# ---- block 1 ----
[src/rtl/sensor_sched_pkg.sv]
`default_nettype none
// ============================================================================
//  Module      : sensor_sched_pkg
//  Description : Shared types and helpers for the sensor round-robin scheduler.
//  Revision    : 1.0 - initial release
// ============================================================================
package sensor_sched_pkg;

    // Scheduler FSM states: waiting for a ready buffer, or presenting a word.
    typedef enum logic [0:0] {
        IDLE = 1'b0,
        SEND = 1'b1
    } state_t;

    // Index width for n items, never narrower than one bit.
    function automatic int ch_width(input int n);
        if ($clog2(n) < 1)
            return 1;
        else
            return $clog2(n);
    endfunction

endpackage : sensor_sched_pkg
`default_nettype wire

[src/rtl/sensor_rr_scheduler_rr_pick.sv]
`default_nettype none
// ============================================================================
//  Module      : rr_pick
//  Description : Combinational first-set search over req, starting at ptr and
//                wrapping past the top channel back to channel 0.
//  Revision    : 1.0 - initial release
// ============================================================================
module rr_pick #(
    parameter int NUM_CH = 4,
    parameter int CH_W   = 2
) (
    input  logic [NUM_CH-1:0] req,
    input  logic [CH_W-1:0]   ptr,
    output logic [CH_W-1:0]   gnt_idx,
    output logic              gnt_valid
);

    localparam logic [CH_W:0] c_num_ch = (CH_W+1)'(NUM_CH);

    logic [2*NUM_CH-1:0] w_req_dbl;
    logic [NUM_CH-1:0]   w_req_rot;
    logic [CH_W:0]       w_sum;

    // Rotate the request vector so the pointer channel lands at bit 0.
    assign w_req_dbl = {req, req};
    assign w_req_rot = NUM_CH'(w_req_dbl >> ptr);

    // Lowest set bit of the rotated vector wins; map it back to a channel.
    always_comb begin
        gnt_valid = |req;
        w_sum     = '0;
        for (int i = NUM_CH - 1; i >= 0; i--) begin
            if (w_req_rot[i])
                w_sum = {1'b0, ptr} + (CH_W+1)'(i);
        end
        if (w_sum >= c_num_ch)
            w_sum = w_sum - c_num_ch;
        gnt_idx = w_sum[CH_W-1:0];
    end

endmodule : rr_pick
`default_nettype wire

[src/rtl/sensor_rr_scheduler.sv]
`default_nettype none
// ============================================================================
//  Module      : sensor_rr_scheduler
//  Description : Round-robin scheduler sharing one downstream engine between
//                NUM_CH sensor buffers, with accept timeout and drop counter.
//  Revision    : 1.0 - initial release
// ============================================================================
module sensor_rr_scheduler
    import sensor_sched_pkg::*;
#(
    parameter int  NUM_CH     = 4,
    parameter int  DATA_WIDTH = 8,
    parameter int  TIMEOUT    = 255,
    parameter int  CNT_W      = 16,
    localparam int CH_W       = ch_width(NUM_CH)
) (
    input  logic                         clk,
    input  logic                         reset,
    input  logic                         enable,
    input  logic [NUM_CH*DATA_WIDTH-1:0] ch_data,
    input  logic [NUM_CH-1:0]            ch_ready,
    output logic [NUM_CH-1:0]            ch_processed,
    output logic [DATA_WIDTH-1:0]        out_data,
    output logic [CH_W-1:0]              out_ch,
    output logic                         out_valid,
    input  logic                         out_accept,
    output logic                         err_timeout,
    output logic [CNT_W-1:0]             drop_count,
    output logic                         busy
);

    // Wait counter only needs to reach TIMEOUT-1.
    localparam int              WAIT_W      = ch_width(TIMEOUT);
    localparam logic [WAIT_W-1:0] c_wait_last = WAIT_W'(TIMEOUT - 1);
    localparam logic [CH_W-1:0] c_ch_last   = CH_W'(NUM_CH - 1);

    state_t                r_state, w_nxt_state;
    logic [CH_W-1:0]       r_ptr, w_nxt_ptr;
    logic [WAIT_W-1:0]     r_wait, w_nxt_wait;
    logic [NUM_CH-1:0]     r_proc, w_nxt_proc;
    logic [DATA_WIDTH-1:0] r_data, w_nxt_data;
    logic [CH_W-1:0]       r_ch, w_nxt_ch;
    logic                  r_valid, w_nxt_valid;
    logic                  r_err, w_nxt_err;
    logic [CNT_W-1:0]      r_drop, w_nxt_drop;
    logic                  r_busy, w_nxt_busy;

    logic [CH_W-1:0]       w_gnt_idx;
    logic                  w_gnt_valid;
    logic [DATA_WIDTH-1:0] w_words [NUM_CH];

    // Split the concatenated buffer bus into one word per channel.
    for (genvar g = 0; g < NUM_CH; g++) begin : g_unpack
        assign w_words[g] = ch_data[g*DATA_WIDTH +: DATA_WIDTH];
    end

    rr_pick #(
        .NUM_CH (NUM_CH),
        .CH_W   (CH_W)
    ) u_rr_pick (
        .req       (ch_ready),
        .ptr       (r_ptr),
        .gnt_idx   (w_gnt_idx),
        .gnt_valid (w_gnt_valid)
    );

    // Next-state and next-output decode; everything holds unless changed.
    always_comb begin
        w_nxt_state = r_state;
        w_nxt_ptr   = r_ptr;
        w_nxt_wait  = r_wait;
        w_nxt_proc  = '0;
        w_nxt_data  = r_data;
        w_nxt_ch    = r_ch;
        w_nxt_valid = r_valid;
        w_nxt_err   = 1'b0;
        w_nxt_drop  = r_drop;
        case (r_state)
            IDLE: begin
                if (enable && w_gnt_valid) begin
                    w_nxt_data  = w_words[w_gnt_idx];
                    w_nxt_ch    = w_gnt_idx;
                    w_nxt_valid = 1'b1;
                    w_nxt_proc  = NUM_CH'(1) << w_gnt_idx;
                    w_nxt_ptr   = (w_gnt_idx == c_ch_last) ? '0 : w_gnt_idx + 1'b1;
                    w_nxt_wait  = '0;
                    w_nxt_state = SEND;
                end
            end
            SEND: begin
                // Accept takes precedence over a coincident timeout.
                if (r_valid && out_accept) begin
                    w_nxt_valid = 1'b0;
                    w_nxt_state = IDLE;
                end else if (r_wait == c_wait_last) begin
                    w_nxt_valid = 1'b0;
                    w_nxt_err   = 1'b1;
                    if (r_drop != '1)
                        w_nxt_drop = r_drop + 1'b1;
                    w_nxt_state = IDLE;
                end else begin
                    w_nxt_wait = r_wait + 1'b1;
                end
            end
            default: begin
                w_nxt_valid = 1'b0;
                w_nxt_state = IDLE;
            end
        endcase
        w_nxt_busy = (w_nxt_state != IDLE);
    end

    // State and output registers; reset abandons any word in flight.
    always_ff @(posedge clk or negedge reset) begin
        if (!reset) begin
            r_state <= IDLE;
            r_ptr   <= '0;
            r_wait  <= '0;
            r_proc  <= '0;
            r_data  <= '0;
            r_ch    <= '0;
            r_valid <= 1'b0;
            r_err   <= 1'b0;
            r_drop  <= '0;
            r_busy  <= 1'b0;
        end else begin
            r_state <= w_nxt_state;
            r_ptr   <= w_nxt_ptr;
            r_wait  <= w_nxt_wait;
            r_proc  <= w_nxt_proc;
            r_data  <= w_nxt_data;
            r_ch    <= w_nxt_ch;
            r_valid <= w_nxt_valid;
            r_err   <= w_nxt_err;
            r_drop  <= w_nxt_drop;
            r_busy  <= w_nxt_busy;
        end
    end

    assign ch_processed = r_proc;
    assign out_data     = r_data;
    assign out_ch       = r_ch;
    assign out_valid    = r_valid;
    assign err_timeout  = r_err;
    assign drop_count   = r_drop;
    assign busy         = r_busy;

endmodule : sensor_rr_scheduler
`default_nettype wire

[config.mk]
export PLATFORM = sky130hd
export DESIGN_NAME = sensor_rr_scheduler
export DESIGN_NICKNAME = d
export VERILOG_FILES = /design/src/rtl/sensor_sched_pkg.sv /design/src/rtl/sensor_rr_scheduler_rr_pick.sv /design/src/rtl/sensor_rr_scheduler.sv
export SDC_FILE = /design/constraint.sdc
export NUM_CORES = 1
export LEC_CHECK = 0
export CORE_MARGIN = 1.5
export CORE_UTILIZATION = 43
export CTS_BUF_LIST = sky130_fd_sc_hd__clkbuf_8
export CTS_CLUSTER_SIZE = 25
export DETAILED_ROUTE_END_ITERATION = 7
export PLACE_DENSITY = 0.9
export SLEW_MARGIN = 25
export SYNTH_ARGS = -nofsm -noshare
export SYNTH_HDL_FRONTEND = slang
export SYNTH_SLANG_ARGS = --single-unit
[constraint.sdc]
create_clock -name clk -period 2.2 [get_ports clk]
set_clock_uncertainty 0.2 [all_clocks]
set_input_delay 0.22 -clock clk [delete_from_list [all_inputs] [get_ports clk]]
set_output_delay 0.22 -clock clk [all_outputs]
set_load 0.05 [all_outputs]
# ---- block 2 ----
==> src/rtl/descrambler_64bit.sv <==
// descrambler_64bit
// Receive-side 64B/66B self-synchronizing descrambler, G(x) = 1 + x^39 + x^58,
// one 64-bit payload per clock plus the 2-bit sync header.
//
// Ports:
//   CLK          clock, all logic on posedge
//   RST          synchronous active-high reset
//   in_valid     data_in/hdr_in carry a block this cycle
//   hdr_in       sync header (01 data, 10 control, 00/11 invalid)
//   data_in      scrambled payload, bit 1 first on the wire
//   out_valid    registered copy of in_valid
//   hdr_out      hdr_in delayed one cycle, never scrambled
//   data_out     descrambled payload
//   seeded       data_out was computed from a fully primed state
//   clr_cnt      clears hdr_err_cnt (applied before any increment)
//   hdr_err_cnt  saturating count of invalid headers on valid blocks
module descrambler_64bit (
    input  logic         CLK,
    input  logic         RST,
    input  logic         in_valid,
    input  logic [1:0]   hdr_in,
    input  logic [64:1]  data_in,
    output logic         out_valid,
    output logic [1:0]   hdr_out,
    output logic [64:1]  data_out,
    output logic         seeded,
    input  logic         clr_cnt,
    output logic [7:0]   hdr_err_cnt
);

    localparam int unsigned DATA_W = 64;
    localparam int unsigned HDR_W  = 2;
    localparam int unsigned CNT_W  = 8;
    localparam int unsigned EXT_W  = 2 * DATA_W;
    localparam int unsigned TAP_A  = 39;
    localparam int unsigned TAP_B  = 58;

    localparam logic [CNT_W-1:0] CNT_MAX = '1;

    // Scrambled payload of the most recent valid block; bits 1..6 are never tapped.
    logic [DATA_W:1]    prev;
    logic               primed;

    logic [EXT_W:1]     ext;
    logic [DATA_W:1]    descrambled;
    logic               hdr_bad;
    logic [CNT_W-1:0]   cnt_next;

    // Line-bit history x(k) lives at ext[DATA_W+k]: current block above, previous block below.
    assign ext = {data_in, prev};

    // Taps are always received bits, which is what makes the descrambler self-synchronizing.
    always_comb begin
        descrambled = '0;
        for (int i = 1; i <= int'(DATA_W); i++) begin
            descrambled[i] = data_in[i]
                           ^ ext[int'(DATA_W) + i - int'(TAP_A)]
                           ^ ext[int'(DATA_W) + i - int'(TAP_B)];
        end
    end

    // Both header bits equal means 00 or 11, neither of which is a legal sync header.
    assign hdr_bad = (hdr_in[1] == hdr_in[0]);

    // Clear first, then a saturating increment, so clear plus a bad header yields 1.
    always_comb begin
        cnt_next = clr_cnt ? '0 : hdr_err_cnt;
        if (in_valid && hdr_bad && (cnt_next != CNT_MAX)) begin
            cnt_next = cnt_next + CNT_W'(1);
        end
    end

    // Output and state registers; idle cycles hold everything but out_valid.
    always_ff @(posedge CLK) begin
        if (RST) begin
            prev        <= '0;
            primed      <= 1'b0;
            out_valid   <= 1'b0;
            hdr_out     <= HDR_W'(0);
            data_out    <= '0;
            seeded      <= 1'b0;
            hdr_err_cnt <= '0;
        end else begin
            out_valid   <= in_valid;
            hdr_err_cnt <= cnt_next;
            if (in_valid) begin
                prev     <= data_in;
                data_out <= descrambled;
                hdr_out  <= hdr_in;
                seeded   <= primed;
                primed   <= 1'b1;
            end
        end
    end

endmodule

==> config.mk <==
export PLATFORM = sky130hd
export DESIGN_NAME = descrambler_64bit
export DESIGN_NICKNAME = d
export VERILOG_FILES = /design/src/rtl/descrambler_64bit.sv
export SDC_FILE = /design/constraint.sdc
export NUM_CORES = 1
export LEC_CHECK = 0
export CAP_MARGIN = 20
export CORE_MARGIN = 2
export CORE_UTILIZATION = 30
export DETAILED_ROUTE_END_ITERATION = 10
export MAX_ROUTING_LAYER = met4
export PLACE_DENSITY = 0.61
export SETUP_SLACK_MARGIN = 0.5
export SLEW_MARGIN = 25
export SYNTH_ARGS = -nofsm -noshare
export SYNTH_HDL_FRONTEND = slang
export SYNTH_SLANG_ARGS = --single-unit
==> constraint.sdc <==
create_clock -name CLK -period 2.8 [get_ports CLK]
set_clock_uncertainty 0.2 [all_clocks]
set_input_delay 0.42 -clock CLK [delete_from_list [all_inputs] [get_ports CLK]]
set_output_delay 0.42 -clock CLK [all_outputs]
set_load 0.02 [all_outputs]

==> gallery <==
Metal 3.
Plate I
Scale: 4 px per um. Cells faint in the background.
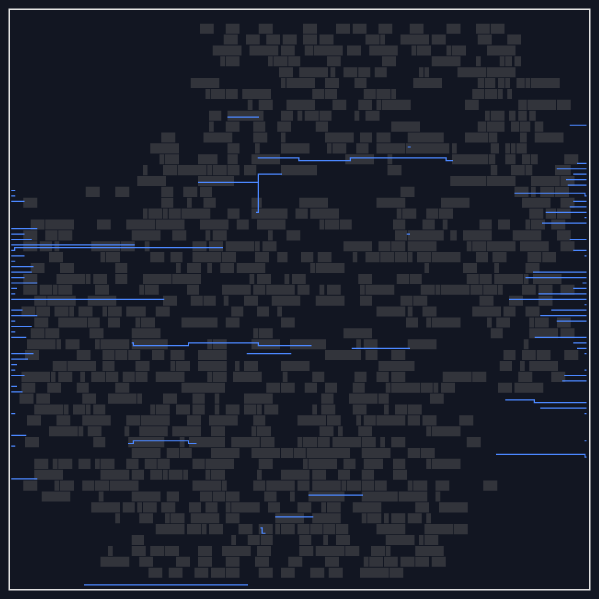
Plate II
Scale: 8 px per um. Cells faint in the background.
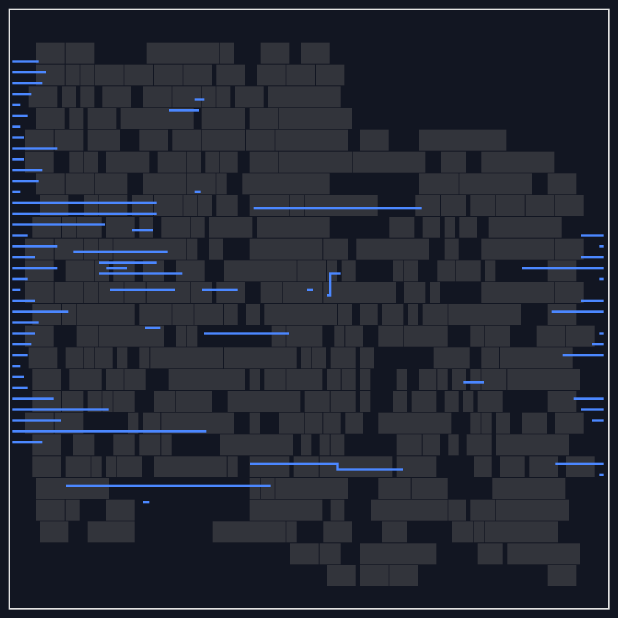
Plate I: block 2
Plate II: block 1
The one with the largest die is Plate I.

### The metal 2 layer, block 1

Scale: 6 px per um.
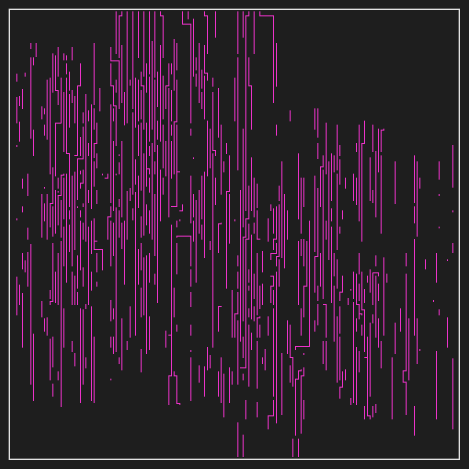
wire length on this layer = 3,050 um
nets with wire on the layer = 307

==> flow_summary.yaml, block 1 <==
# generated from flow reports
cts:
  cts_max_level: 2
  max-clock-path-buffers: 2
yosys:
  yosys.cell_types.count: 44
  compound_cell_area_share_of_the_yosys_netlist: 0.153
  post_synth_instance_area_um2: 2210
  fp_nets: 255
  yosysMostFrequentCell: "sky130_fd_sc_hd__dfrtp_1"
final_layout:
  layout.cells.most_common: "sky130_fd_sc_hd__clkdlybuf4s50_1"
critical_path:
  regToRegEndpoint: "out_data[7]$_DFFE_PN0P_"
  timing.critical_path.max_delay_family: "AND-OR/OR-AND gates"
  crit_path_top_delay_cell: "sky130_fd_sc_hd__clkdlybuf4s50_1"
  depth_of_the_most_critical_reg_to_reg_path: 6
  bufs_and_invs_on_worst_path: 2
  r2r_setup_slack_ns: 0.11
power:
  power.combinational.fraction: 0.441
  vdd_drop_max_v: 0.000697
outcome:
  run_status: "completed"
global_route:
  first_pass_grt_wire_length_um: 9500
  grt.met3_usage: 0.0469
placement:
  place_congestion: 0.838
timing:
  setup-violations-final: 0
  slew_violations: 0
  timing_hold_violations_final: 0
  final_critical_path_setup_slack_ns: 0.0743
min_path:
  min_path_type: "primary input to asynchronous set/reset pin"
route:
  drt_first_iter_violations: 69
  topRoutingLayerUsed: "met4"
==> block 1: stage by stage <==
stage          total power [mW]  utilization  std cells  area (um2)
3_3_place_gp               2.49        0.641        360        3110
4_1_cts                    3.28        0.672        369        3260
2_1_floorplan              2.01            -        211        2220
6_report                   3.30        0.676        369        3280
5_1_grt                    3.45        0.676        369        3280
3_5_place_dp               2.53        0.641        360        3110
==> block 1: layout make-up <==
class	instances	area, um2	share of cell area
flip-flops and latches	43	1080	0.329
well taps	67	83.8	0.0256
clock inverters	3	63.8	0.0195
repair buffers	88	838	0.256
multi-input cells	158	1130	0.343
inverters	5	18.8	0.00572
clock buffers	5	68.8	0.0210
==> block 1: what timing repair did <==
item / in CTS / in global routing
hold buffers: 1 / 0
pin swaps: 0 / 0
resized: 3 / 3
setup endpoints to repair: 7 / 7
gates cloned: 0 / 0
endpoints found under the hold margin: 22 / 0
==> block 1: power groups by stage <==
stage | Sequential [mW] | Clock, mW | Combinational, mW
after floorplan | 1.48 | 0 | 0.532
after global placement | 1.12 | 0 | 1.37
after detailed placement | 1.12 | 0 | 1.42
after CTS | 1.12 | 0.725 | 1.43
after global routing | 1.14 | 0.759 | 1.55
final | 1.12 | 0.720 | 1.46
### The metal 2 layer, block 2

Scale: 3 px per um.
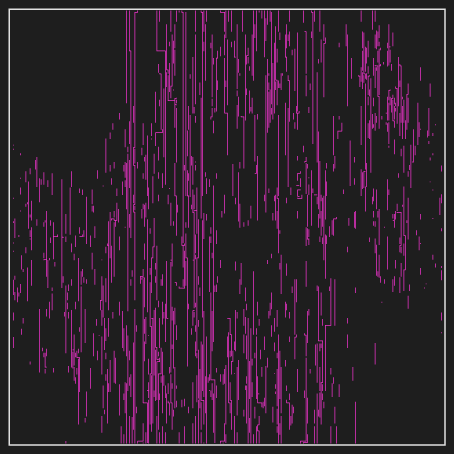
main direction = vertical
longest straight run = 76.8 um
wire length on this layer = 6,830 um

==> flow_summary.yaml, block 2 <==
# generated from flow reports
outcome:
  run_status: "completed"
yosys:
  yosys-stat-area_um2: 5940
  dominantRegCellSynth: "sky130_fd_sc_hd__dfxtp_1"
global_route:
  globalRoute.totalOverflow: 0
  grt.met3_usage: 0.0415
route:
  drt-met1-wl_um: 7950
  drt_first_iter_violations: 186
  topRoutingLayerUsed: "met4"
placement:
  place_congestion: 0.763
final_layout:
  commonest_cells_after_routing_fill_and_taps_aside: "sky130_fd_sc_hd__clkdlybuf4s50_1, sky130_fd_sc_hd__dfxtp_1, sky130_fd_sc_hd__nor2_1, sky130_fd_sc_hd__xnor2_1, sky130_fd_sc_hd__mux2i_1"
  top_register: "data_out"
timing:
  total_negative_setup_slack_ns: 0
  tightestPinTransition_ns: 0.635
  slew_violations: 0
cts:
  clk-insertion-delay-late_ns: 0.42
[block 2: area by class of cell]
class	count	area, um2	area share
clock buffer	22	474	0.0573
timing repair buffer	149	1520	0.183
inverter	3	11.3	0.00136
multi-input combinational	418	3100	0.374
clock inverter	10	144	0.0174
sequential	135	2700	0.327
tap	265	332	0.0401
[block 2: final timing paths]
path	from	endpoint	slack (ns)	cells after the start
setup / recovery	hdr_err_cnt[1]$_SDFF_PP0_	hdr_err_cnt[1]	0.69	1
hold / removal	in_valid	primed$_SDFFE_PP0P_	0.24	3
setup reg to reg	hdr_err_cnt[1]$_SDFF_PP0_	hdr_err_cnt[5]$_SDFF_PP0_	1.16	4
hold reg to reg	primed$_SDFFE_PP0P_	primed$_SDFFE_PP0P_	0.27	2
[block 2: power breakdown]
part | leakage, nW | switching, mW | internal [mW] | total (mW)
Combinational | 1.85 | 0.485 | 0.538 | 1.02
Clock | 0.293 | 0.866 | 1.48 | 2.34
Sequential | 1.11 | 0.103 | 2.07 | 2.17
Total | 3.26 | 1.45 | 4.08 | 5.54


==> gallery <==
Routing congestion.
panel A
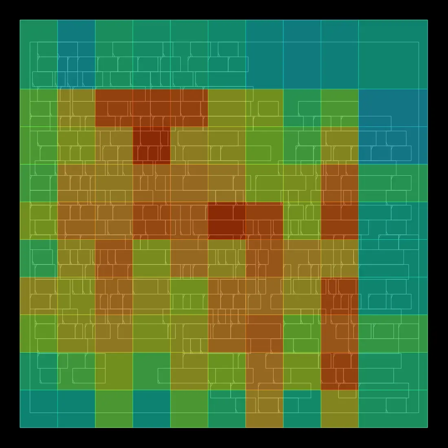
panel B
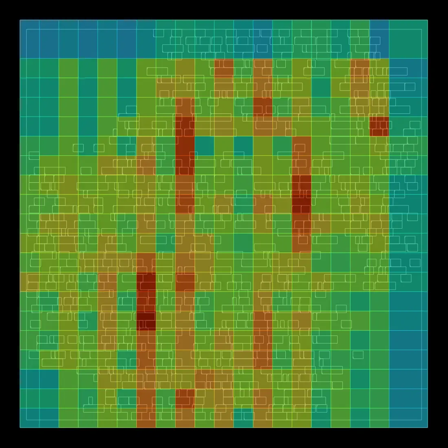
| from | picture |
|---|---|
| block 2 | panel B |
| block 1 | panel A |
- highest utilization: panel A
- highest track usage: panel A

Power and IR drop assume default switching activity.
